==================== block 1
Figure 1. Signal wires by layer (block 1).
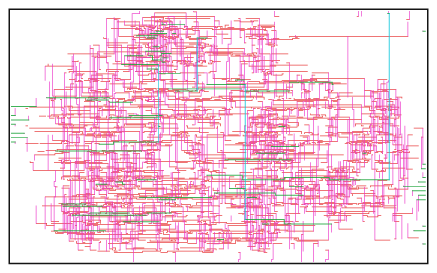
Figure 2. Ports around the boundary (block 1).
Pins as bars across the die edge, other pins in gray.
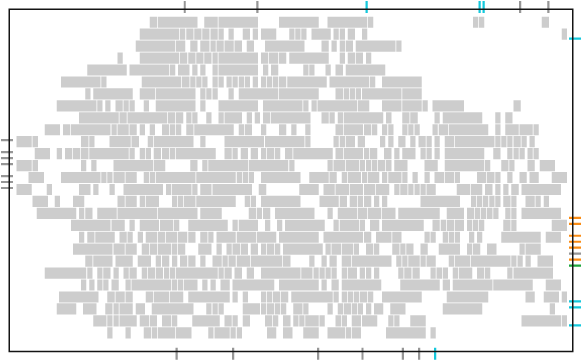
--- src/rtl/mouse_pkg.sv ---
// mouse_pkg: types and constants shared by the mouse tracker and the gun stage.
//   state_t       - packet framing FSM states
//   hdr_t         - fields of PS/2 packet byte0 that are kept for the apply step
//   B0_*          - bit positions inside byte0
//   DEF_*         - default screen / bin geometry and inter-byte timeout
//   axis_delta()  - 9-bit signed {sign, magnitude} to 11-bit signed motion delta
package mouse_pkg;

    typedef enum logic [1:0] {
        S_B0 = 2'd0,
        S_B1 = 2'd1,
        S_B2 = 2'd2
    } state_t;

    localparam int B0_LEFT  = 0;
    localparam int B0_SYNC  = 3;
    localparam int B0_XSIGN = 4;
    localparam int B0_YSIGN = 5;
    localparam int B0_XOVF  = 6;
    localparam int B0_YOVF  = 7;

    localparam int DEF_BIN_W    = 6;
    localparam int DEF_BIN_SIZE = 10;
    localparam int DEF_MAX_X    = 640;
    localparam int DEF_MAX_Y    = 480;
    localparam int DEF_TIMEOUT  = 100_000;

    typedef struct packed {
        logic y_ovf;
        logic x_ovf;
        logic y_sign;
        logic x_sign;
        logic left;
    } hdr_t;

    // An overflowed axis contributes no motion.
    function automatic logic signed [10:0] axis_delta(input logic       sign,
                                                      input logic [7:0] mag,
                                                      input logic       ovf);
        if (ovf) begin
            return '0;
        end
        return {{3{sign}}, mag};
    endfunction

endpackage

--- src/rtl/mouse_tracker_if.sv ---
// mouse_tracker_if: byte stream from the PS/2 receiver and the position/button
// outputs consumed by the gun stage.
//   byte_in/byte_valid          - received byte and its one-cycle strobe
//   bin_x/bin_y                 - position in bins (Y-up)
//   button_left/pkt_valid       - left button level, new-packet pulse
//   err_cnt                     - dropped byte/packet count
// Modports: master = byte source / output consumer, slave = tracker.
interface mouse_tracker_if #(
    parameter int BIN_W = 6
);
    logic [7:0]       byte_in;
    logic             byte_valid;
    logic [BIN_W-1:0] bin_x;
    logic [BIN_W-1:0] bin_y;
    logic             button_left;
    logic             pkt_valid;
    logic [7:0]       err_cnt;

    modport master (
        output byte_in, byte_valid,
        input  bin_x, bin_y, button_left, pkt_valid, err_cnt
    );

    modport slave (
        input  byte_in, byte_valid,
        output bin_x, bin_y, button_left, pkt_valid, err_cnt
    );
endinterface

--- src/rtl/upctr.sv ---
// upctr: free-running up-counter with synchronous clear and terminal flag.
//   clk, rst_n - clock, asynchronous active-low reset
//   clr        - synchronous clear (wins over en)
//   en         - count enable
//   done       - counter holds L-1, i.e. the next enabled clock reaches L
module upctr #(
    parameter int W = 8,
    parameter int L = 256
) (
    input  logic clk,
    input  logic rst_n,
    input  logic clr,
    input  logic en,
    output logic done
);
    logic [W-1:0] cnt_q, cnt_d;

    always_comb begin
        cnt_d = cnt_q;
        if (clr) begin
            cnt_d = '0;
        end else if (en) begin
            cnt_d = cnt_q + W'(1);
        end
    end

    always_ff @(posedge clk or negedge rst_n) begin
        if (!rst_n) begin
            cnt_q <= '0;
        end else begin
            cnt_q <= cnt_d;
        end
    end

    assign done = (cnt_q == W'(L - 1));
endmodule

--- src/rtl/mouse_tracker.sv ---
// mouse_tracker: frames 3-byte PS/2 mouse packets, accumulates motion into a
// clamped pixel position and presents it as bins plus the left button.
//   clk, reset_n - clock, asynchronous active-low reset
//   mif (slave)  - byte_in/byte_valid in; bin_x, bin_y, button_left,
//                  pkt_valid, err_cnt out
// Optional feature: define MOUSE_TRACKER_ERRCNT_EN for a live saturating
// err_cnt; otherwise err_cnt is tied to zero.
//
// state | meaning
// S_B0  | waiting for byte0 (bit3 set), other bytes dropped
// S_B1  | byte0 held, waiting for X
// S_B2  | byte0 and X held, waiting for Y
module mouse_tracker
    import mouse_pkg::*;
#(
    parameter int BIN_W    = DEF_BIN_W,
    parameter int BIN_SIZE = DEF_BIN_SIZE,
    parameter int MAX_X    = DEF_MAX_X,
    parameter int MAX_Y    = DEF_MAX_Y,
    parameter int TIMEOUT  = DEF_TIMEOUT
) (
    input  logic            clk,
    input  logic            reset_n,
    mouse_tracker_if.slave  mif
);
    localparam logic [9:0]         POS_X_RST = 10'(MAX_X / 2);
    localparam logic [9:0]         POS_Y_RST = 10'(MAX_Y / 2);
    localparam logic [BIN_W-1:0]   BIN_X_RST = BIN_W'((MAX_X / 2) / BIN_SIZE);
    localparam logic [BIN_W-1:0]   BIN_Y_RST = BIN_W'((MAX_Y / 2) / BIN_SIZE);
    localparam logic signed [10:0] X_HI      = 11'(MAX_X - 1);
    localparam logic signed [10:0] Y_HI      = 11'(MAX_Y - 1);

    state_t             state_q, state_d;
    hdr_t               hdr_q, hdr_d;
    logic [7:0]         x_q, x_d;
    logic               apply_q, apply_d;
    logic signed [10:0] dx_q, dx_d, dy_q, dy_d;
    logic               btn_pend_q, btn_pend_d;
    logic [9:0]         pos_x_q, pos_x_d, pos_y_q, pos_y_d;
    logic               btn_q, btn_d;
    logic               upd_q, upd_d;
    logic [BIN_W-1:0]   bin_x_q, bin_x_d, bin_y_q, bin_y_d;
    logic               button_left_q, button_left_d;
    logic               pkt_valid_q, pkt_valid_d;
    logic signed [10:0] sum_x, sum_y;
    logic               tmo_done;

    function automatic logic [9:0] clamp_pos(input logic signed [10:0] v,
                                             input logic signed [10:0] hi);
        if (v < 0) begin
            return '0;
        end
        if (v > hi) begin
            return hi[9:0];
        end
        return v[9:0];
    endfunction

    // Inter-byte timer: held at zero while idle and restarted by every byte.
    upctr #(
        .W ($clog2(TIMEOUT)),
        .L (TIMEOUT)
    ) u_tmo (
        .clk   (clk),
        .rst_n (reset_n),
        .clr   (mif.byte_valid || (state_q == S_B0)),
        .en    (state_q != S_B0),
        .done  (tmo_done)
    );

    // Framing FSM; an arriving byte takes priority over a same-cycle timeout.
    always_comb begin
        state_d    = state_q;
        hdr_d      = hdr_q;
        x_d        = x_q;
        apply_d    = 1'b0;
        dx_d       = dx_q;
        dy_d       = dy_q;
        btn_pend_d = btn_pend_q;
        case (state_q)
            S_B0: begin
                if (mif.byte_valid && mif.byte_in[B0_SYNC]) begin
                    hdr_d.y_ovf  = mif.byte_in[B0_YOVF];
                    hdr_d.x_ovf  = mif.byte_in[B0_XOVF];
                    hdr_d.y_sign = mif.byte_in[B0_YSIGN];
                    hdr_d.x_sign = mif.byte_in[B0_XSIGN];
                    hdr_d.left   = mif.byte_in[B0_LEFT];
                    state_d      = S_B1;
                end
            end
            S_B1: begin
                if (mif.byte_valid) begin
                    x_d     = mif.byte_in;
                    state_d = S_B2;
                end else if (tmo_done) begin
                    state_d = S_B0;
                end
            end
            S_B2: begin
                if (mif.byte_valid) begin
                    dx_d       = axis_delta(hdr_q.x_sign, x_q, hdr_q.x_ovf);
                    dy_d       = axis_delta(hdr_q.y_sign, mif.byte_in, hdr_q.y_ovf);
                    btn_pend_d = hdr_q.left;
                    apply_d    = 1'b1;
                    state_d    = S_B0;
                end else if (tmo_done) begin
                    state_d = S_B0;
                end
            end
            default: state_d = S_B0;
        endcase
    end

    // Apply pipeline: position/button one clock after the strobe, bins and
    // outputs one clock after that. Runs independently of the framing FSM.
    always_comb begin
        sum_x         = $signed({1'b0, pos_x_q}) + dx_q;
        sum_y         = $signed({1'b0, pos_y_q}) + dy_q;
        pos_x_d       = pos_x_q;
        pos_y_d       = pos_y_q;
        btn_d         = btn_q;
        upd_d         = apply_q;
        bin_x_d       = bin_x_q;
        bin_y_d       = bin_y_q;
        button_left_d = button_left_q;
        pkt_valid_d   = upd_q;
        if (apply_q) begin
            pos_x_d = clamp_pos(sum_x, X_HI);
            pos_y_d = clamp_pos(sum_y, Y_HI);
            btn_d   = btn_pend_q;
        end
        if (upd_q) begin
            bin_x_d       = BIN_W'(pos_x_q / 10'(BIN_SIZE));
            bin_y_d       = BIN_W'(pos_y_q / 10'(BIN_SIZE));
            button_left_d = btn_q;
        end
    end

    always_ff @(posedge clk or negedge reset_n) begin
        if (!reset_n) begin
            state_q       <= S_B0;
            hdr_q         <= '0;
            x_q           <= '0;
            apply_q       <= 1'b0;
            dx_q          <= '0;
            dy_q          <= '0;
            btn_pend_q    <= 1'b0;
            pos_x_q       <= POS_X_RST;
            pos_y_q       <= POS_Y_RST;
            btn_q         <= 1'b0;
            upd_q         <= 1'b0;
            bin_x_q       <= BIN_X_RST;
            bin_y_q       <= BIN_Y_RST;
            button_left_q <= 1'b0;
            pkt_valid_q   <= 1'b0;
        end else begin
            state_q       <= state_d;
            hdr_q         <= hdr_d;
            x_q           <= x_d;
            apply_q       <= apply_d;
            dx_q          <= dx_d;
            dy_q          <= dy_d;
            btn_pend_q    <= btn_pend_d;
            pos_x_q       <= pos_x_d;
            pos_y_q       <= pos_y_d;
            btn_q         <= btn_d;
            upd_q         <= upd_d;
            bin_x_q       <= bin_x_d;
            bin_y_q       <= bin_y_d;
            button_left_q <= button_left_d;
            pkt_valid_q   <= pkt_valid_d;
        end
    end

`ifdef MOUSE_TRACKER_ERRCNT_EN
    logic [7:0] err_cnt_q, err_cnt_d;
    logic       err_evt;

    // Drops happen only in S_B0 and timeouts only outside it, so at most one
    // event per clock.
    always_comb begin
        err_evt = 1'b0;
        if (state_q == S_B0) begin
            err_evt = mif.byte_valid && !mif.byte_in[B0_SYNC];
        end else begin
            err_evt = !mif.byte_valid && tmo_done;
        end
        err_cnt_d = err_cnt_q;
        if (err_evt && (err_cnt_q != 8'hFF)) begin
            err_cnt_d = err_cnt_q + 8'd1;
        end
    end

    always_ff @(posedge clk or negedge reset_n) begin
        if (!reset_n) begin
            err_cnt_q <= '0;
        end else begin
            err_cnt_q <= err_cnt_d;
        end
    end

    assign mif.err_cnt = err_cnt_q;
`else
    assign mif.err_cnt = 8'd0;
`endif

    assign mif.bin_x       = bin_x_q;
    assign mif.bin_y       = bin_y_q;
    assign mif.button_left = button_left_q;
    assign mif.pkt_valid   = pkt_valid_q;

endmodule

--- src/flat_wrapper.sv ---
// flat-port wrapper written by rule: the top's interface ports become plain ports
module mouse_tracker_flat import mouse_pkg::*;
#(
    parameter int BIN_W    = DEF_BIN_W,
    parameter int BIN_SIZE = DEF_BIN_SIZE,
    parameter int MAX_X    = DEF_MAX_X,
    parameter int MAX_Y    = DEF_MAX_Y,
    parameter int TIMEOUT  = DEF_TIMEOUT
)
  (clk, reset_n, mif_byte_in, mif_byte_valid, mif_bin_x, mif_bin_y, mif_button_left, mif_pkt_valid, mif_err_cnt);
  mouse_tracker_if #(.BIN_W(BIN_W)) mif_i ();
  input  logic clk;
  input  logic reset_n;
  input wire logic [$bits(mif_i.byte_in)-1:0] mif_byte_in;
  input wire logic [$bits(mif_i.byte_valid)-1:0] mif_byte_valid;
  output wire logic [$bits(mif_i.bin_x)-1:0] mif_bin_x;
  output wire logic [$bits(mif_i.bin_y)-1:0] mif_bin_y;
  output wire logic [$bits(mif_i.button_left)-1:0] mif_button_left;
  output wire logic [$bits(mif_i.pkt_valid)-1:0] mif_pkt_valid;
  output wire logic [$bits(mif_i.err_cnt)-1:0] mif_err_cnt;
  assign mif_i.byte_in = mif_byte_in;
  assign mif_i.byte_valid = mif_byte_valid;
  assign mif_bin_x = mif_i.bin_x;
  assign mif_bin_y = mif_i.bin_y;
  assign mif_button_left = mif_i.button_left;
  assign mif_pkt_valid = mif_i.pkt_valid;
  assign mif_err_cnt = mif_i.err_cnt;
  mouse_tracker #(.BIN_W(BIN_W), .BIN_SIZE(BIN_SIZE), .MAX_X(MAX_X), .MAX_Y(MAX_Y), .TIMEOUT(TIMEOUT)) u_core (.clk(clk), .reset_n(reset_n), .mif(mif_i));
endmodule
--- config.mk ---
export PLATFORM = sky130hd
export DESIGN_NAME = mouse_tracker_flat
export DESIGN_NICKNAME = d
export VERILOG_FILES = /design/src/rtl/mouse_pkg.sv /design/src/rtl/mouse_tracker_if.sv /design/src/rtl/upctr.sv /design/src/rtl/mouse_tracker.sv /design/src/flat_wrapper.sv
export SDC_FILE = /design/constraint.sdc
export NUM_CORES = 1
export LEC_CHECK = 0
export ABC_AREA = 1
export CAP_MARGIN = 20
export CORE_ASPECT_RATIO = 0.6
export CORE_UTILIZATION = 55
export CTS_CLUSTER_SIZE = 40
export DETAILED_ROUTE_END_ITERATION = 7
export PLACE_DENSITY = 0.85
export RECOVER_POWER = 100
export SETUP_SLACK_MARGIN = 0.15
export SLEW_MARGIN = 20
export SYNTH_ARGS = -nofsm -noshare
export SYNTH_HDL_FRONTEND = slang
export SYNTH_SLANG_ARGS = --single-unit
--- constraint.sdc ---
create_clock -name clk -period 3.4 [get_ports clk]
set_input_delay 0.68 -clock clk [delete_from_list [all_inputs] [get_ports clk]]
set_output_delay 0.68 -clock clk [all_outputs]
set_load 0.005 [all_outputs]
==> summary.json <==
{
  "sta": {
    "worst-slew-pin-transition_ns": 1.32,
    "postLayoutSetupSlackWorst_ns": 0.490,
    "finalHoldViolCount": 0
  },
  "setup_path": {
    "path_common_cell": "sky130_fd_sc_hd__nand2_1",
    "cp.depth": 23,
    "critPathMaxStageDelay_ns": 0.61,
    "worst_path_dominant_cell_family": "simple AND/OR/NAND/NOR gates",
    "r2r_slack_ns": 0.49,
    "critical_path.endpoint": "u_core.mif.bin_y[0]$_DFFE_PN0P_"
  },
  "final_layout": {
    "area_share_nonclk_buffers": 0.0435,
    "finish.cell_count_without_fillers": 832,
    "sequential_share_of_cell_area": 0.379,
    "num-clock-buffers": 12
  },
  "synthesis": {
    "ys_ff": 88,
    "ys_cells": 671,
    "simple_gate_portion_of_the_synthesized_area": 0.248
  },
  "drt": {
    "top_layer": "met4"
  },
  "power": {
    "comb_power_uw": 3200,
    "post-layout-total-power_uw": 5930,
    "p_int_uw": 3200
  },
  "clocking": {
    "cts_buffer_depth": 2,
    "clock_sinks": 88
  },
  "min_path": {
    "hold_path.class": "flop to flop"
  },
  "global_routing": {
    "grt-busiest-layer": "met2",
    "grt_antenna_before_repair": 0,
    "first_pass_grt_wire_length_um": 19600
  },
  "placed_design": {
    "placement.cell_area_mm2": 0.00560
  },
  "outcome": {
    "outcome": "completed"
  }
}
Notes on Figure 1 above:
Magenta marks M2, wire length 5,120 um. Green marks M3, wire length 597 um. Red marks M1, wire length 5,550 um. Cyan marks M4, wire length 133 um.
via count of the routed design: 4,523
GRT Resource Usage Total: 0.251
routed wire length: 11,400 um

Notes on Figure 2 above:
Cyan marks `mif_err_cnt`, pins 8, direction output, edge 4 east, 3 north, 1 south. Orange marks `mif_bin_x`, pins 6, direction output, edge east. Green marks `mif_pkt_valid`, pins 1, direction output, edge east.
All pins by edge: 12 east, 7 north, 7 south, 7 west.
die y size: 77.6 um
quantity of I/O buffers inserted on ports: 24
Chip Width: 128 um


==================== block 2
==> config.mk <==
export PLATFORM = sky130hd
export DESIGN_NAME = load_store_unit
export DESIGN_NICKNAME = d
export VERILOG_FILES = /design/src/rtl/riscv_pkg.sv /design/src/rtl/lsu_align.sv /design/src/rtl/load_store_unit.sv
export SDC_FILE = /design/constraint.sdc
export NUM_CORES = 1
export LEC_CHECK = 0
export CAP_MARGIN = 5
export CORE_MARGIN = 4
export CORE_UTILIZATION = 40
export CTS_CLUSTER_SIZE = 8
export DETAILED_ROUTE_END_ITERATION = 8
export GPL_TIMING_DRIVEN = 0
export PLACE_DENSITY = 0.73
export RECOVER_POWER = 25
export SYNTH_ARGS = -nofsm -noshare
export SYNTH_HDL_FRONTEND = slang
export SYNTH_SLANG_ARGS = --single-unit
==> constraint.sdc <==
create_clock -name clk -period 4.75 [get_ports clk]
set_input_delay 0.475 -clock clk [delete_from_list [all_inputs] [get_ports clk]]
set_output_delay 0.475 -clock clk [all_outputs]
set_load 0.02 [all_outputs]
==> src/rtl/riscv_pkg.sv <==
// Shared RV32I definitions used by the data-memory access path:
// funct3 width codes, LSU FSM states and LSU fault causes.
package riscv_pkg;

    localparam logic [2:0] F3_LB  = 3'b000;
    localparam logic [2:0] F3_LH  = 3'b001;
    localparam logic [2:0] F3_LW  = 3'b010;
    localparam logic [2:0] F3_LBU = 3'b100;
    localparam logic [2:0] F3_LHU = 3'b101;
    localparam logic [2:0] F3_SB  = 3'b000;
    localparam logic [2:0] F3_SH  = 3'b001;
    localparam logic [2:0] F3_SW  = 3'b010;

    typedef enum logic [1:0] {
        LSU_IDLE = 2'b00,
        LSU_REQ  = 2'b01,
        LSU_RESP = 2'b10,
        LSU_DONE = 2'b11
    } lsu_state_t;

    typedef enum logic [1:0] {
        FLT_NONE     = 2'b00,
        FLT_MISALIGN = 2'b01,
        FLT_ILLEGAL  = 2'b10,
        FLT_TIMEOUT  = 2'b11
    } lsu_fault_t;

endpackage

==> src/rtl/lsu_align.sv <==
// Combinational access shaping: store strobes/replication, load extract and
// extension, and legality checks for the request presented in IDLE.
module lsu_align
    import riscv_pkg::*;
(
    input  logic        i_we,
    input  logic [2:0]  i_funct3,
    input  logic [1:0]  i_off,
    input  logic [31:0] i_wdata,
    input  logic [2:0]  i_ld_funct3,
    input  logic [1:0]  i_ld_off,
    input  logic [31:0] i_rdata,
    output logic [3:0]  o_wstrb,
    output logic [31:0] o_wdata,
    output logic [31:0] o_ld_data,
    output lsu_fault_t  o_fault
);

    logic       w_illegal;
    logic       w_misalign;
    logic [3:0] w_strb;
    logic [7:0] w_byte;
    logic [15:0] w_half;

    always_comb begin
        w_illegal  = i_we ? (i_funct3 >= 3'b011)
                          : (i_funct3 == 3'b011 || i_funct3[2:1] == 2'b11);
        // funct3[1:0] gives the access size for both signed and unsigned loads
        w_misalign = (i_funct3[1:0] == 2'b01 && i_off[0]) ||
                     (i_funct3[1:0] == 2'b10 && i_off != 2'b00);
        if (w_illegal)       o_fault = FLT_ILLEGAL;
        else if (w_misalign) o_fault = FLT_MISALIGN;
        else                 o_fault = FLT_NONE;
    end

    always_comb begin
        w_strb  = 4'b0000;
        o_wdata = i_wdata;
        case (i_funct3[1:0])
            2'b00: begin
                w_strb  = 4'b0001 << i_off;
                o_wdata = {4{i_wdata[7:0]}};
            end
            2'b01: begin
                w_strb  = 4'b0011 << {i_off[1], 1'b0};
                o_wdata = {2{i_wdata[15:0]}};
            end
            2'b10: w_strb = 4'b1111;
            default: w_strb = 4'b0000;
        endcase
        o_wstrb = i_we ? w_strb : 4'b0000;
    end

    always_comb begin
        w_byte = i_rdata[{i_ld_off, 3'b000} +: 8];
        w_half = i_rdata[{i_ld_off[1], 4'b0000} +: 16];
        case (i_ld_funct3)
            F3_LB:   o_ld_data = {{24{w_byte[7]}}, w_byte};
            F3_LH:   o_ld_data = {{16{w_half[15]}}, w_half};
            F3_LW:   o_ld_data = i_rdata;
            F3_LBU:  o_ld_data = {24'd0, w_byte};
            F3_LHU:  o_ld_data = {16'd0, w_half};
            default: o_ld_data = 32'd0;
        endcase
    end

endmodule

==> src/rtl/load_store_unit.sv <==
// Stage-3 load/store unit: one valid/ready + rvalid bus transaction per access,
// pipeline stall while in flight, fault reporting and aligned load write-back.
module load_store_unit
    import riscv_pkg::*;
#(
    parameter int TIMEOUT_CYC = 255
) (
    input  logic        clk,
    input  logic        rst,
    input  logic        mem_req_l3,
    input  logic        we_l3,
    input  logic [2:0]  funct3_l3,
    input  logic [31:0] alu_q_l3,
    input  logic [31:0] xrs2_l3,
    output logic [31:0] ram_rdata_l3,
    output logic        stall_l3,
    output logic        fault_l3,
    output logic [1:0]  fault_cause_l3,
    output logic        bus_valid,
    input  logic        bus_ready,
    output logic        bus_we,
    output logic [31:0] bus_addr,
    output logic [31:0] bus_wdata,
    output logic [3:0]  bus_wstrb,
    input  logic        bus_rvalid,
    input  logic [31:0] bus_rdata
);

    localparam int CNT_W = $clog2(TIMEOUT_CYC + 1);

    lsu_state_t        r_state;
    logic [CNT_W-1:0]  r_cnt;
    logic [2:0]        r_ld_f3;
    logic [1:0]        r_ld_off;

    logic [3:0]        w_wstrb;
    logic [31:0]       w_wdata;
    logic [31:0]       w_ld_data;
    lsu_fault_t        w_fault;
    logic              w_cnt_max;

    lsu_align u_align (
        .i_we        (we_l3),
        .i_funct3    (funct3_l3),
        .i_off       (alu_q_l3[1:0]),
        .i_wdata     (xrs2_l3),
        .i_ld_funct3 (r_ld_f3),
        .i_ld_off    (r_ld_off),
        .i_rdata     (bus_rdata),
        .o_wstrb     (w_wstrb),
        .o_wdata     (w_wdata),
        .o_ld_data   (w_ld_data),
        .o_fault     (w_fault)
    );

    // Counter starts at 0 on state entry, so the last allowed cycle is TIMEOUT_CYC-1
    assign w_cnt_max = (r_cnt == CNT_W'(TIMEOUT_CYC - 1));
    assign stall_l3  = mem_req_l3 && (r_state != LSU_DONE);

    always_ff @(posedge clk or posedge rst) begin
        if (rst) begin
            r_state        <= LSU_IDLE;
            r_cnt          <= '0;
            r_ld_f3        <= 3'd0;
            r_ld_off       <= 2'd0;
            ram_rdata_l3   <= 32'd0;
            fault_l3       <= 1'b0;
            fault_cause_l3 <= FLT_NONE;
            bus_valid      <= 1'b0;
            bus_we         <= 1'b0;
            bus_addr       <= 32'd0;
            bus_wdata      <= 32'd0;
            bus_wstrb      <= 4'd0;
        end else begin
            fault_l3       <= 1'b0;
            fault_cause_l3 <= FLT_NONE;
            case (r_state)
                LSU_IDLE: begin
                    if (mem_req_l3) begin
                        if (w_fault != FLT_NONE) begin
                            r_state        <= LSU_DONE;
                            fault_l3       <= 1'b1;
                            fault_cause_l3 <= w_fault;
                            ram_rdata_l3   <= 32'd0;
                        end else begin
                            r_state   <= LSU_REQ;
                            r_cnt     <= '0;
                            r_ld_f3   <= funct3_l3;
                            r_ld_off  <= alu_q_l3[1:0];
                            bus_valid <= 1'b1;
                            bus_we    <= we_l3;
                            bus_addr  <= {alu_q_l3[31:2], 2'b00};
                            bus_wdata <= w_wdata;
                            bus_wstrb <= w_wstrb;
                        end
                    end
                end
                LSU_REQ: begin
                    if (bus_ready) begin
                        r_state   <= LSU_RESP;
                        r_cnt     <= '0;
                        bus_valid <= 1'b0;
                    end else if (w_cnt_max) begin
                        r_state        <= LSU_DONE;
                        bus_valid      <= 1'b0;
                        fault_l3       <= 1'b1;
                        fault_cause_l3 <= FLT_TIMEOUT;
                        ram_rdata_l3   <= 32'd0;
                    end else begin
                        r_cnt <= r_cnt + 1'b1;
                    end
                end
                LSU_RESP: begin
                    if (bus_rvalid) begin
                        r_state      <= LSU_DONE;
                        ram_rdata_l3 <= bus_we ? 32'd0 : w_ld_data;
                    end else if (w_cnt_max) begin
                        r_state        <= LSU_DONE;
                        fault_l3       <= 1'b1;
                        fault_cause_l3 <= FLT_TIMEOUT;
                        ram_rdata_l3   <= 32'd0;
                    end else begin
                        r_cnt <= r_cnt + 1'b1;
                    end
                end
                default: r_state <= LSU_IDLE;
            endcase
        end
    end

endmodule

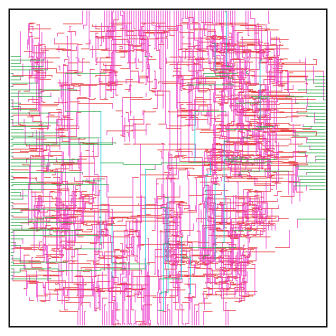
Figure 3: block 2, signal wires by layer.
Red marks M1, wire length 6,810 um. Magenta marks M2, wire length 8,650 um. Cyan marks M4, wire length 424 um. Green marks M3, wire length 1,490 um.
via count of the routed design: 4,914
routed wire length: 17,400 um
detail-routed net length per standard cell: 19.3 um
GRT Resource Usage Total: 0.211

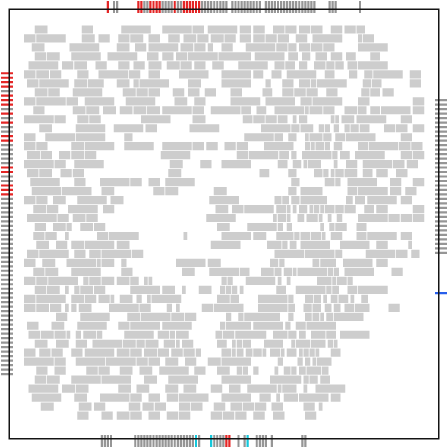
Figure 4: block 2, ports around the boundary.
Pins as bars across the die edge, other pins in gray.
Cyan marks `funct3_l3`, pins 3, direction input, edge south. Blue marks `bus_valid`, pins 1, direction output, edge east. Red marks `alu_q_l3`, pins 32, direction input, edge 16 west, 14 north, 2 south.
die y size: 130 um
quantity of I/O buffers inserted on ports: 207

==> summary.json <==
{
  "outcome": {
    "outcome": "finished with violations",
    "failed_checks": "max-capacitance violations, max-slew violations"
  },
  "power": {
    "power.share.clock": 0.222,
    "comb_power_uw": 2610
  },
  "placed_design": {
    "placed_cells_incl_taps": 871
  },
  "run": {
    "max_cap_viol_count": 1
  },
  "sta": {
    "aggregate_negative_setup_slack_ns": 0,
    "maxSlewViolCount": 57,
    "hold_worst_slack_ns": 0.485,
    "postLayoutSetupSlackWorst_ns": 2.25
  },
  "drt": {
    "detail_route.drc_violations": 0
  },
  "final_layout": {
    "top_regs": "bus_wdata (32), ram_rdata_l3 (32), bus_addr (30)",
    "final-clk-cell-share": 0.0634,
    "finalInstanceArea_mm2": 0.00881
  },
  "global_routing": {
    "grt_util_met2": 0.353
  },
  "synthesis": {
    "mux_area_frac": 0.197,
    "postSynth.topFlopCell": "sky130_fd_sc_hd__dfrtp_1",
    "synth.logic.top_family": "multiplexers"
  },
  "min_path": {
    "worstHoldPathCells": 1
  }
}

==================== block 3
Figure 5. Placement by cell class (block 3).
Fill, decap, tap and diode cells in gray.
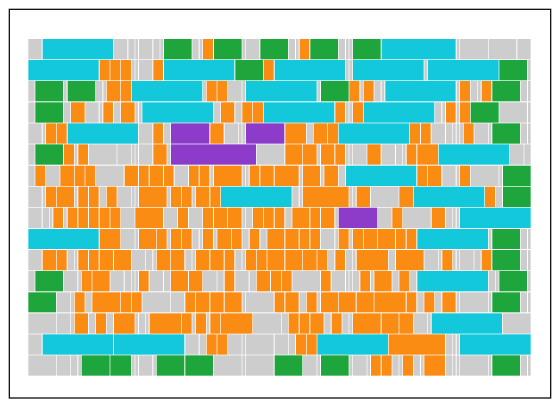
<file path="src/rtl/multicycle_ctrl_pkg.sv">
// Shared definitions for the multi-cycle MIPS-subset control sequencer:
// opcodes, state encodings, datapath select codes and the control vector.
package mips_ctrl_pkg;

    // Instruction opcodes (op field of the instruction register)
    localparam logic [5:0] OP_ADD  = 6'b000000;
    localparam logic [5:0] OP_SUB  = 6'b000001;
    localparam logic [5:0] OP_ADDI = 6'b000010;
    localparam logic [5:0] OP_OR   = 6'b010000;
    localparam logic [5:0] OP_AND  = 6'b010001;
    localparam logic [5:0] OP_ORI  = 6'b010010;
    localparam logic [5:0] OP_SLL  = 6'b011000;
    localparam logic [5:0] OP_SLT  = 6'b100110;
    localparam logic [5:0] OP_SW   = 6'b110000;
    localparam logic [5:0] OP_LW   = 6'b110001;
    localparam logic [5:0] OP_BEQ  = 6'b110100;
    localparam logic [5:0] OP_BNE  = 6'b110101;
    localparam logic [5:0] OP_J    = 6'b111000;
    localparam logic [5:0] OP_JR   = 6'b111001;
    localparam logic [5:0] OP_JAL  = 6'b111010;

    // Sequencer states; HALT reuses 3'b000 and is told apart by a flag
    typedef enum logic [2:0] {
        ST_IF      = 3'b000,
        ST_ID      = 3'b001,
        ST_EXE_MEM = 3'b010,
        ST_MEM     = 3'b011,
        ST_WB_LD   = 3'b100,
        ST_EXE_BR  = 3'b101,
        ST_EXE_AL  = 3'b110,
        ST_WB_AL   = 3'b111
    } state_e;

    // ALU operation codes
    localparam logic [2:0] ALU_ADD = 3'b000;
    localparam logic [2:0] ALU_SUB = 3'b001;
    localparam logic [2:0] ALU_SLL = 3'b010;
    localparam logic [2:0] ALU_OR  = 3'b011;
    localparam logic [2:0] ALU_AND = 3'b100;
    localparam logic [2:0] ALU_SLT = 3'b101;

    // Next-PC selects
    localparam logic [1:0] PC_SEQ = 2'b00;
    localparam logic [1:0] PC_BR  = 2'b01;
    localparam logic [1:0] PC_JR  = 2'b10;
    localparam logic [1:0] PC_JMP = 2'b11;

    // Register-file write destination selects
    localparam logic [1:0] DST_RA = 2'b00;
    localparam logic [1:0] DST_RT = 2'b01;
    localparam logic [1:0] DST_RD = 2'b10;

    // Complete set of datapath controls issued each cycle
    typedef struct packed {
        logic       pc_wre;
        logic       ir_wre;
        logic       ins_mem_rw;
        logic       alu_src_a;
        logic       alu_src_b;
        logic [2:0] alu_op;
        logic       ext_sel;
        logic [1:0] reg_dst;
        logic       reg_wre;
        logic       wr_reg_d_src;
        logic       m_rd;
        logic       m_wr;
        logic       db_data_src;
        logic [1:0] pc_src;
    } ctrl_t;

    // Controls held while reset is asserted: only the instruction memory read
    function automatic ctrl_t reset_ctrl();
        ctrl_t c;
        c = '0;
        c.ins_mem_rw = 1'b1;
        return c;
    endfunction

    // Register-register and register-immediate ALU instructions
    function automatic logic is_alu_op(input logic [5:0] op);
        logic r;
        case (op)
            OP_ADD, OP_SUB, OP_ADDI, OP_OR,
            OP_AND, OP_ORI, OP_SLL, OP_SLT: r = 1'b1;
            default:                        r = 1'b0;
        endcase
        return r;
    endfunction

    // Every opcode the sequencer knows, apart from the halt opcode
    function automatic logic is_known_op(input logic [5:0] op);
        logic r;
        case (op)
            OP_SW, OP_LW, OP_BEQ, OP_BNE,
            OP_J, OP_JR, OP_JAL: r = 1'b1;
            default:             r = is_alu_op(op);
        endcase
        return r;
    endfunction

    // Instructions whose second ALU operand is the extended immediate
    function automatic logic uses_imm(input logic [5:0] op);
        logic r;
        case (op)
            OP_ADDI, OP_ORI, OP_LW, OP_SW: r = 1'b1;
            default:                       r = 1'b0;
        endcase
        return r;
    endfunction

    // ALU operation for an opcode; loads, stores and add-type default to add
    function automatic logic [2:0] alu_code(input logic [5:0] op);
        logic [2:0] r;
        case (op)
            OP_SUB, OP_BEQ, OP_BNE: r = ALU_SUB;
            OP_SLL:                 r = ALU_SLL;
            OP_OR, OP_ORI:          r = ALU_OR;
            OP_AND:                 r = ALU_AND;
            OP_SLT:                 r = ALU_SLT;
            default:                r = ALU_ADD;
        endcase
        return r;
    endfunction

endpackage

</file>
<file path="src/rtl/multicycle_ctrl_if.sv">
// Control bus between the multi-cycle sequencer (master) and the datapath
// (slave): instruction fields in, every enable and mux select out.
interface multicycle_ctrl_if #(
    parameter int STATE_W = 3
);
    logic [5:0]         op;
    logic               zero;
    logic [STATE_W-1:0] state;
    logic               PCWre;
    logic               IRWre;
    logic               InsMemRW;
    logic               ALUSrcA;
    logic               ALUSrcB;
    logic [2:0]         ALUOp;
    logic               ExtSel;
    logic [1:0]         RegDst;
    logic               RegWre;
    logic               WrRegDSrc;
    logic               mRD;
    logic               mWR;
    logic               DBDataSrc;
    logic [1:0]         PCSrc;

    modport master (
        input  op, zero,
        output state, PCWre, IRWre, InsMemRW, ALUSrcA, ALUSrcB, ALUOp,
               ExtSel, RegDst, RegWre, WrRegDSrc, mRD, mWR, DBDataSrc, PCSrc
    );

    modport slave (
        output op, zero,
        input  state, PCWre, IRWre, InsMemRW, ALUSrcA, ALUSrcB, ALUOp,
               ExtSel, RegDst, RegWre, WrRegDSrc, mRD, mWR, DBDataSrc, PCSrc
    );
endinterface

</file>
<file path="src/rtl/multicycle_ctrl_decode.sv">
// Combinational control decode: maps the state being entered, its halt flag,
// the instruction opcode and the ALU zero flag to the full control vector.
module ctrl_decode
    import mips_ctrl_pkg::*;
#(
    parameter logic [5:0] HALT_OP = 6'b111111
) (
    input  state_e     ns,
    input  logic       ns_halt,
    input  logic [5:0] op,
    input  logic       zero,
    output ctrl_t      ctrl
);

    logic       alu_src_a_s;
    logic       alu_src_b_s;
    logic       ext_sel_s;
    logic [2:0] alu_op_s;
    logic       br_taken_s;

    assign alu_src_a_s = (op == OP_SLL);
    assign alu_src_b_s = uses_imm(op);
    assign ext_sel_s   = (op != OP_ORI);
    assign alu_op_s    = alu_code(op);
    assign br_taken_s  = ((op == OP_BEQ) && zero) || ((op == OP_BNE) && !zero);

    // Build the control vector for the state about to be entered
    always_comb begin
        ctrl = '0;
        if (ns_halt) begin
            ctrl = '0;
        end else begin
            // ALU operand and operation selects stay steady from EXE through WB
            case (ns)
                ST_EXE_AL, ST_WB_AL, ST_EXE_BR,
                ST_EXE_MEM, ST_MEM, ST_WB_LD: begin
                    ctrl.alu_src_a = alu_src_a_s;
                    ctrl.alu_src_b = alu_src_b_s;
                    ctrl.ext_sel   = ext_sel_s;
                    ctrl.alu_op    = alu_op_s;
                end
                default: begin
                    ctrl.alu_op = ALU_ADD;
                end
            endcase

            case (ns)
                ST_IF: begin
                    ctrl.ins_mem_rw = 1'b1;
                    ctrl.ir_wre     = 1'b1;
                end
                ST_ID: begin
                    case (op)
                        OP_J: begin
                            ctrl.pc_wre = 1'b1;
                            ctrl.pc_src = PC_JMP;
                        end
                        OP_JAL: begin
                            ctrl.pc_wre       = 1'b1;
                            ctrl.pc_src       = PC_JMP;
                            ctrl.reg_wre      = 1'b1;
                            ctrl.reg_dst      = DST_RA;
                            ctrl.wr_reg_d_src = 1'b0;
                        end
                        OP_JR: begin
                            ctrl.pc_wre = 1'b1;
                            ctrl.pc_src = PC_JR;
                        end
                        default: begin
                            // Unknown opcodes retire here as no-ops; halt never advances PC
                            if ((op != HALT_OP) && !is_known_op(op)) begin
                                ctrl.pc_wre = 1'b1;
                            end else begin
                                ctrl.pc_wre = 1'b0;
                            end
                        end
                    endcase
                end
                ST_EXE_AL: begin
                    ctrl.pc_wre = 1'b0;
                end
                ST_WB_AL: begin
                    ctrl.pc_wre       = 1'b1;
                    ctrl.reg_wre      = 1'b1;
                    ctrl.wr_reg_d_src = 1'b1;
                    ctrl.db_data_src  = 1'b0;
                    if ((op == OP_ADDI) || (op == OP_ORI)) begin
                        ctrl.reg_dst = DST_RT;
                    end else begin
                        ctrl.reg_dst = DST_RD;
                    end
                end
                ST_EXE_BR: begin
                    ctrl.pc_wre = 1'b1;
                    if (br_taken_s) begin
                        ctrl.pc_src = PC_BR;
                    end else begin
                        ctrl.pc_src = PC_SEQ;
                    end
                end
                ST_EXE_MEM: begin
                    ctrl.pc_wre = 1'b0;
                end
                ST_MEM: begin
                    if (op == OP_LW) begin
                        ctrl.m_rd = 1'b1;
                    end else if (op == OP_SW) begin
                        ctrl.m_wr   = 1'b1;
                        ctrl.pc_wre = 1'b1;
                    end else begin
                        ctrl.m_rd = 1'b0;
                    end
                end
                ST_WB_LD: begin
                    ctrl.pc_wre       = 1'b1;
                    ctrl.reg_wre      = 1'b1;
                    ctrl.reg_dst      = DST_RT;
                    ctrl.wr_reg_d_src = 1'b1;
                    ctrl.db_data_src  = 1'b1;
                    ctrl.m_rd         = 1'b1;
                end
                default: begin
                    ctrl = '0;
                end
            endcase
        end
    end

endmodule

</file>
<file path="src/rtl/multicycle_ctrl.sv">
// Multi-cycle control sequencer for the MIPS-subset datapath. Steps each
// instruction through IF/ID/EXE/MEM/WB and issues registered Moore controls
// decoded from the state being entered, so they are steady for that state.
module multicycle_ctrl
    import mips_ctrl_pkg::*;
#(
    parameter logic [5:0] HALT_OP = 6'b111111,
    parameter int         STATE_W = 3
) (
    input  logic             CLK,
    input  logic             Reset,
    multicycle_ctrl_if.master bus
);

    state_e     state_r;
    logic       halted_r;
    logic [5:0] op_r;
    ctrl_t      ctrl_r;

    state_e     ns_s;
    logic       ns_halt_s;
    logic [5:0] op_sel_s;
    ctrl_t      ctrl_s;

    // The opcode is live while the instruction is being fetched and decoded
    // (the outputs for ID and for the first EXE step must be set up from it);
    // afterwards the copy captured on leaving ID governs the sequence.
    assign op_sel_s = ((state_r == ST_IF) || (state_r == ST_ID)) ? bus.op : op_r;

    // Next-state selection
    always_comb begin
        ns_s      = ST_IF;
        ns_halt_s = 1'b0;
        case (state_r)
            ST_IF: begin
                ns_s = ST_ID;
            end
            ST_ID: begin
                if (op_sel_s == HALT_OP) begin
                    ns_s      = ST_IF;
                    ns_halt_s = 1'b1;
                end else if ((op_sel_s == OP_BEQ) || (op_sel_s == OP_BNE)) begin
                    ns_s = ST_EXE_BR;
                end else if ((op_sel_s == OP_LW) || (op_sel_s == OP_SW)) begin
                    ns_s = ST_EXE_MEM;
                end else if (is_alu_op(op_sel_s)) begin
                    ns_s = ST_EXE_AL;
                end else begin
                    ns_s = ST_IF;
                end
            end
            ST_EXE_AL:  ns_s = ST_WB_AL;
            ST_WB_AL:   ns_s = ST_IF;
            ST_EXE_BR:  ns_s = ST_IF;
            ST_EXE_MEM: ns_s = ST_MEM;
            ST_MEM: begin
                if (op_sel_s == OP_LW) begin
                    ns_s = ST_WB_LD;
                end else begin
                    ns_s = ST_IF;
                end
            end
            ST_WB_LD:   ns_s = ST_IF;
            default:    ns_s = ST_IF;
        endcase
    end

    ctrl_decode #(
        .HALT_OP (HALT_OP)
    ) u_decode (
        .ns      (ns_s),
        .ns_halt (ns_halt_s),
        .op      (op_sel_s),
        .zero    (bus.zero),
        .ctrl    (ctrl_s)
    );

    // Sequencer state, opcode latch and registered control outputs
    always_ff @(posedge CLK or negedge Reset) begin
        if (!Reset) begin
            state_r  <= ST_IF;
            halted_r <= 1'b0;
            op_r     <= 6'b000000;
            ctrl_r   <= reset_ctrl();
        end else if (halted_r) begin
            state_r  <= state_r;
            halted_r <= 1'b1;
            op_r     <= op_r;
            ctrl_r   <= ctrl_r;
        end else begin
            state_r  <= ns_s;
            halted_r <= ns_halt_s;
            if (state_r == ST_ID) begin
                op_r <= bus.op;
            end else begin
                op_r <= op_r;
            end
            ctrl_r   <= ctrl_s;
        end
    end

    assign bus.state     = STATE_W'(state_r);
    assign bus.PCWre     = ctrl_r.pc_wre;
    assign bus.IRWre     = ctrl_r.ir_wre;
    assign bus.InsMemRW  = ctrl_r.ins_mem_rw;
    assign bus.ALUSrcA   = ctrl_r.alu_src_a;
    assign bus.ALUSrcB   = ctrl_r.alu_src_b;
    assign bus.ALUOp     = ctrl_r.alu_op;
    assign bus.ExtSel    = ctrl_r.ext_sel;
    assign bus.RegDst    = ctrl_r.reg_dst;
    assign bus.RegWre    = ctrl_r.reg_wre;
    assign bus.WrRegDSrc = ctrl_r.wr_reg_d_src;
    assign bus.mRD       = ctrl_r.m_rd;
    assign bus.mWR       = ctrl_r.m_wr;
    assign bus.DBDataSrc = ctrl_r.db_data_src;
    assign bus.PCSrc     = ctrl_r.pc_src;

endmodule

</file>
<file path="src/flat_wrapper.sv">
// flat-port wrapper written by rule: the top's interface ports become plain ports
module multicycle_ctrl_flat import mips_ctrl_pkg::*;
#(
    parameter logic [5:0] HALT_OP = 6'b111111,
    parameter int         STATE_W = 3
)
  (CLK, Reset, bus_op, bus_zero, bus_state, bus_PCWre, bus_IRWre, bus_InsMemRW, bus_ALUSrcA, bus_ALUSrcB, bus_ALUOp, bus_ExtSel, bus_RegDst, bus_RegWre, bus_WrRegDSrc, bus_mRD, bus_mWR, bus_DBDataSrc, bus_PCSrc);
  multicycle_ctrl_if #(.STATE_W(STATE_W)) bus_i ();
  input  logic CLK;
  input  logic Reset;
  input wire logic [$bits(bus_i.op)-1:0] bus_op;
  input wire logic [$bits(bus_i.zero)-1:0] bus_zero;
  output wire logic [$bits(bus_i.state)-1:0] bus_state;
  output wire logic [$bits(bus_i.PCWre)-1:0] bus_PCWre;
  output wire logic [$bits(bus_i.IRWre)-1:0] bus_IRWre;
  output wire logic [$bits(bus_i.InsMemRW)-1:0] bus_InsMemRW;
  output wire logic [$bits(bus_i.ALUSrcA)-1:0] bus_ALUSrcA;
  output wire logic [$bits(bus_i.ALUSrcB)-1:0] bus_ALUSrcB;
  output wire logic [$bits(bus_i.ALUOp)-1:0] bus_ALUOp;
  output wire logic [$bits(bus_i.ExtSel)-1:0] bus_ExtSel;
  output wire logic [$bits(bus_i.RegDst)-1:0] bus_RegDst;
  output wire logic [$bits(bus_i.RegWre)-1:0] bus_RegWre;
  output wire logic [$bits(bus_i.WrRegDSrc)-1:0] bus_WrRegDSrc;
  output wire logic [$bits(bus_i.mRD)-1:0] bus_mRD;
  output wire logic [$bits(bus_i.mWR)-1:0] bus_mWR;
  output wire logic [$bits(bus_i.DBDataSrc)-1:0] bus_DBDataSrc;
  output wire logic [$bits(bus_i.PCSrc)-1:0] bus_PCSrc;
  assign bus_i.op = bus_op;
  assign bus_i.zero = bus_zero;
  assign bus_state = bus_i.state;
  assign bus_PCWre = bus_i.PCWre;
  assign bus_IRWre = bus_i.IRWre;
  assign bus_InsMemRW = bus_i.InsMemRW;
  assign bus_ALUSrcA = bus_i.ALUSrcA;
  assign bus_ALUSrcB = bus_i.ALUSrcB;
  assign bus_ALUOp = bus_i.ALUOp;
  assign bus_ExtSel = bus_i.ExtSel;
  assign bus_RegDst = bus_i.RegDst;
  assign bus_RegWre = bus_i.RegWre;
  assign bus_WrRegDSrc = bus_i.WrRegDSrc;
  assign bus_mRD = bus_i.mRD;
  assign bus_mWR = bus_i.mWR;
  assign bus_DBDataSrc = bus_i.DBDataSrc;
  assign bus_PCSrc = bus_i.PCSrc;
  multicycle_ctrl #(.HALT_OP(HALT_OP), .STATE_W(STATE_W)) u_core (.CLK(CLK), .Reset(Reset), .bus(bus_i));
endmodule
</file>
<file path="config.mk">
export PLATFORM = sky130hd
export DESIGN_NAME = multicycle_ctrl_flat
export DESIGN_NICKNAME = d
export VERILOG_FILES = /design/src/rtl/multicycle_ctrl_pkg.sv /design/src/rtl/multicycle_ctrl_if.sv /design/src/rtl/multicycle_ctrl_decode.sv /design/src/rtl/multicycle_ctrl.sv /design/src/flat_wrapper.sv
export SDC_FILE = /design/constraint.sdc
export NUM_CORES = 1
export LEC_CHECK = 0
export ABC_AREA = 1
export CORE_ASPECT_RATIO = 0.7
export CORE_MARGIN = 2
export CORE_UTILIZATION = 56
export CTS_CLUSTER_SIZE = 28
export DETAILED_ROUTE_END_ITERATION = 8
export PLACE_DENSITY = 0.84
export SYNTH_ARGS = -nofsm -noshare
export SYNTH_HDL_FRONTEND = slang
export SYNTH_SLANG_ARGS = --single-unit
</file>
<file path="constraint.sdc">
create_clock -name CLK -period 6.36 [get_ports CLK]
set_clock_uncertainty 0.2 [all_clocks]
set_input_delay 0.954 -clock CLK [delete_from_list [all_inputs] [get_ports CLK]]
set_output_delay 0.954 -clock CLK [all_outputs]
set_load 0.02 [all_outputs]
</file>
==> summary.json <==
{
  "clocking": {
    "cts_setup_buffers": 0,
    "root_buffer": "sky130_fd_sc_hd__clkbuf_8"
  },
  "drt": {
    "antenna_violating_nets_post_route": 0,
    "via_count": 1598,
    "wl_per_cell_um": 13.4
  },
  "run": {
    "max_cap_viol_count": 0
  },
  "final_layout": {
    "sequential_share_of_cell_area": 0.341,
    "area_share_nonclk_buffers": 0.145,
    "final_layout_size_suffix_gt1_frac": 0.125,
    "finish.cell_count_without_fillers": 291
  },
  "synthesis": {
    "synthesis.instances": 228,
    "cells_taking_the_most_area_after_synthesis": "sky130_fd_sc_hd__dfrtp_1 40%, sky130_fd_sc_hd__nand2_1 17%, sky130_fd_sc_hd__nand3_1 5.6%",
    "synth.logic.top_family": "simple AND/OR/NAND/NOR gates",
    "xor_and_xnor_fraction_of_the_mapped_netlist_area": 0
  },
  "global_routing": {
    "grt_antenna_before_repair": 0,
    "first_pass_grt_wire_length_um": 6570,
    "first_global_vias": 1419
  },
  "sta": {
    "post-route-min-period_ns": 2.73,
    "hold_worst_slack_ns": 0.285
  },
  "setup_path": {
    "critical_path.n_buffers_inverters": 2,
    "timing.critical_path.fanout_max": 6,
    "cp.depth": 14
  },
  "floorplan": {
    "design.portCount": 30
  },
  "placed_design": {
    "detailed_place_hpwl_um": 2960,
    "placement.io_buffers": 29,
    "finalWeightedCongestion": 0.938
  },
  "outcome": {
    "outcome": "completed"
  },
  "min_path": {
    "worstHoldPathCells": 2
  },
  "power": {
    "power-per-cell-area_mw_per_mm2": 162
  }
}
About Figure 5:
Orange marks remaining logic cells, cells 193, share of their area 47%. Purple marks clock drivers and dummy loads, cells 4, share of their area 3.5%. Cyan marks sequential cells, cells 28, share of their area 35%. Green marks remaining buffers and delay cells, cells 30, share of their area 15%.


==================== block 4
--- src/rtl/vending_fsm_param.sv ---
// Coin-credit vending controller: nickel/dime/quarter credit against PRICE, vend and change via valid/ready.
// Latency: price-reaching coin -> io_valid the next cycle; io_reject is combinational from the coin inputs.
// Backpressure: io_valid/io_change_valid hold until io_ready/io_change_ready; coins offered meanwhile are rejected.
// Optional: define VENDING_TIMEOUT_EN for an inactivity auto-refund after TIMEOUT_CYCLES idle COLLECT cycles.
module vending_fsm_param #(
  parameter int PRICE          = 4,
  parameter int CREDIT_W       = 4,
  parameter int TIMEOUT_CYCLES = 16
) (
  input  logic                clk,
  input  logic                reset,
  input  logic                io_nickel,
  input  logic                io_dime,
  input  logic                io_quarter,
  input  logic                io_cancel,
  input  logic                io_ready,
  input  logic                io_change_ready,
  output logic                io_valid,
  output logic                io_change_valid,
  output logic [CREDIT_W-1:0] io_change,
  output logic                io_credit_unused_guard,
  output logic [CREDIT_W-1:0] io_credit,
  output logic                io_reject
);

  localparam int SW = CREDIT_W + 1;

  // Elaboration-time parameter sanity
  if (PRICE < 1 || PRICE > (1 << CREDIT_W) - 1) begin : g_bad_price
    $error("PRICE out of range");
  end
  if (TIMEOUT_CYCLES < 1) begin : g_bad_timeout
    $error("TIMEOUT_CYCLES must be >= 1");
  end

  typedef enum logic [1:0] {COLLECT = 2'd0, VEND = 2'd1, REFUND = 2'd2} state_t;

  state_t              state_q, state_d;
  logic [CREDIT_W-1:0] credit_q, credit_d;
  logic [CREDIT_W-1:0] change_q, change_d;
  logic [SW-1:0]       coin_sum;
  logic [SW-1:0]       credit_sum;
  logic [SW-1:0]       change_full;
  logic                coin_any;
  logic                overflow;
  logic                coin_ok;
  logic                reach;
  logic                refund_now;
  logic                timeout_hit;

  // Coin arithmetic; credit never exceeds 2^CREDIT_W-1 so the sum cannot wrap SW bits
  always_comb begin
    coin_sum    = SW'(io_nickel) + SW'({io_dime, 1'b0}) + SW'({io_quarter, 1'b0, io_quarter});
    credit_sum  = {1'b0, credit_q} + coin_sum;
    change_full = credit_sum - SW'(PRICE);
    coin_any    = (coin_sum != '0);
    overflow    = credit_sum[CREDIT_W];
    coin_ok     = coin_any && !overflow;
    reach       = (credit_sum >= SW'(PRICE));
    refund_now  = (state_q == COLLECT) && (io_cancel || timeout_hit) && (credit_q != '0);
  end

`ifdef VENDING_TIMEOUT_EN
  localparam int TW = $clog2(TIMEOUT_CYCLES + 1);
  logic [TW-1:0] idle_q, idle_d;

  // Idle counter: runs only while holding credit with no coin accepted; fires as it reaches TIMEOUT_CYCLES
  always_comb begin
    idle_d      = '0;
    timeout_hit = 1'b0;
    if (state_q == COLLECT && credit_q != '0 && !coin_ok) begin
      if (idle_q == TW'(TIMEOUT_CYCLES - 1)) timeout_hit = 1'b1;
      else                                   idle_d      = idle_q + 1'b1;
    end
  end

  // Idle counter register
  always_ff @(posedge clk or negedge reset) begin
    if (!reset) idle_q <= '0;
    else        idle_q <= idle_d;
  end
`else
  assign timeout_hit = 1'b0;
`endif

  // State, credit and change registers
  always_ff @(posedge clk or negedge reset) begin
    if (!reset) begin
      state_q  <= COLLECT;
      credit_q <= '0;
      change_q <= '0;
    end else begin
      state_q  <= state_d;
      credit_q <= credit_d;
      change_q <= change_d;
    end
  end

  // Next-state: cancel/timeout beats overflow beats vend beats accumulate
  always_comb begin
    state_d  = state_q;
    credit_d = credit_q;
    change_d = change_q;
    case (state_q)
      COLLECT: begin
        if (refund_now) begin
          change_d = credit_q;
          credit_d = '0;
          state_d  = REFUND;
        end else if (coin_ok) begin
          if (reach) begin
            change_d = change_full[CREDIT_W-1:0];
            credit_d = '0;
            state_d  = VEND;
          end else begin
            credit_d = credit_sum[CREDIT_W-1:0];
          end
        end
      end
      VEND: begin
        if (io_ready) state_d = (change_q != '0) ? REFUND : COLLECT;
      end
      REFUND: begin
        if (io_change_ready) begin
          change_d = '0;
          state_d  = COLLECT;
        end
      end
      default: state_d = COLLECT;
    endcase
  end

  // Outputs; reject is masked while reset is held so everything reads 0 immediately
  always_comb begin
    io_valid               = (state_q == VEND);
    io_change_valid        = (state_q == REFUND);
    io_change              = (state_q == REFUND) ? change_q : '0;
    io_credit              = credit_q;
    io_credit_unused_guard = 1'b0;
    io_reject              = reset && coin_any &&
                             ((state_q != COLLECT) || refund_now || overflow);
  end

endmodule

--- config.mk ---
export PLATFORM = sky130hd
export DESIGN_NAME = vending_fsm_param
export DESIGN_NICKNAME = d
export VERILOG_FILES = /design/src/rtl/vending_fsm_param.sv
export SDC_FILE = /design/constraint.sdc
export NUM_CORES = 1
export LEC_CHECK = 0
export ABC_CLOCK_PERIOD_IN_PS = 2700
export CAP_MARGIN = 20
export CORE_MARGIN = 1
export CORE_UTILIZATION = 25
export CTS_BUF_LIST = sky130_fd_sc_hd__clkbuf_8
export CTS_CLUSTER_DIAMETER = 30
export DETAILED_ROUTE_END_ITERATION = 8
export GPL_TIMING_DRIVEN = 0
export HOLD_SLACK_MARGIN = 0.08
export PLACE_DENSITY = 0.5
export SETUP_SLACK_MARGIN = 0.2
export SLEW_MARGIN = 20
export SYNTH_ARGS = -nofsm -noshare
export SYNTH_HDL_FRONTEND = slang
export SYNTH_SLANG_ARGS = --single-unit
--- constraint.sdc ---
create_clock -name clk -period 2.7 [get_ports clk]
set_clock_uncertainty 0.05 [all_clocks]
set_input_delay 0.27 -clock clk [delete_from_list [all_inputs] [get_ports clk]]
set_output_delay 0.27 -clock clk [all_outputs]
set_load 0.05 [all_outputs]
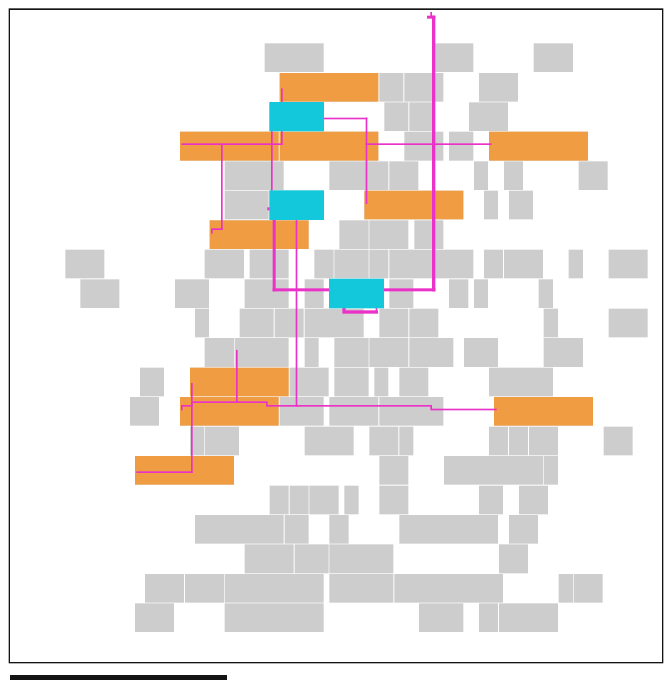
Figure 6: block 4, routed clock nets over the placement.
Scale bar: 20 um.
Orange marks flip-flops, count 10. Magenta marks clock wires, length 183 um. Cyan marks clock-net drivers, count 3.
There are 4 routed clock nets.

==> summary.json <==
{
  "placed_design": {
    "placement.cell_area_mm2": 0.00113,
    "place_ws_ns": -0.901
  },
  "drt": {
    "wl_per_cell_um": 13.7,
    "vias_per_cell": 4.82,
    "initialDrtViolationCount": 12
  },
  "global_routing": {
    "first_global_vias": 830,
    "first_pass_grt_wire_length_um": 3680
  },
  "sta": {
    "timing.final.crit_share": 0.964
  },
  "setup_path": {
    "critPathSlowestCell": "sky130_fd_sc_hd__a211o_1",
    "setup.worst_path.class": "primary input to flop"
  },
  "clocking": {
    "clock_sinks": 10,
    "numCtsBuffers": 3
  },
  "final_layout": {
    "comb_area_um2": 696,
    "finalInstanceArea_mm2": 0.00136
  },
  "synthesis": {
    "ys_sh_adder": 0.142,
    "ys_seq_share": 0.296,
    "ys_warn_count": 0,
    "simple_gate_portion_of_the_synthesized_area": 0.210
  },
  "outcome": {
    "outcome": "completed"
  }
}


==> screenshots <==
Routed clock nets over the placement.
(a)
Scale bar: 50 um.
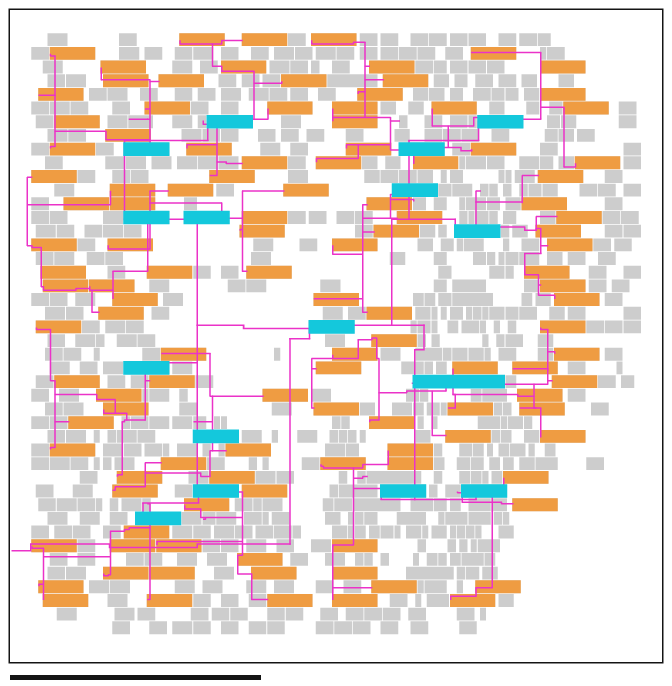
(b)
Scale bar: 20 um.
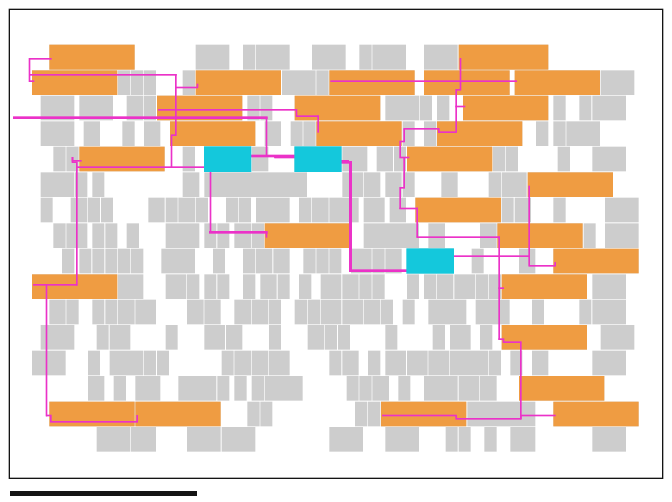
(c)
Scale bar: 50 um.
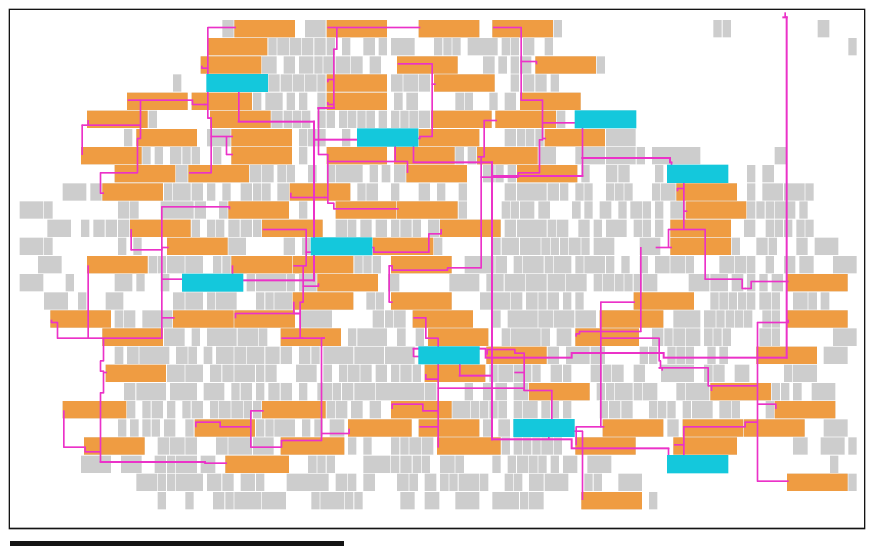
- smallest die: (b)
Block 2 is (a).
Block 3 is (b).
Block 1 is (c).

Key to (b):
Cyan marks clock-net drivers, count 3. Magenta marks clock wires, length 323 um. Orange marks flip-flops, count 28.
Position of the flops: spread over the die. There are 4 routed clock nets.

Power figures rest on the tool's default switching activity, not on a simulated workload.
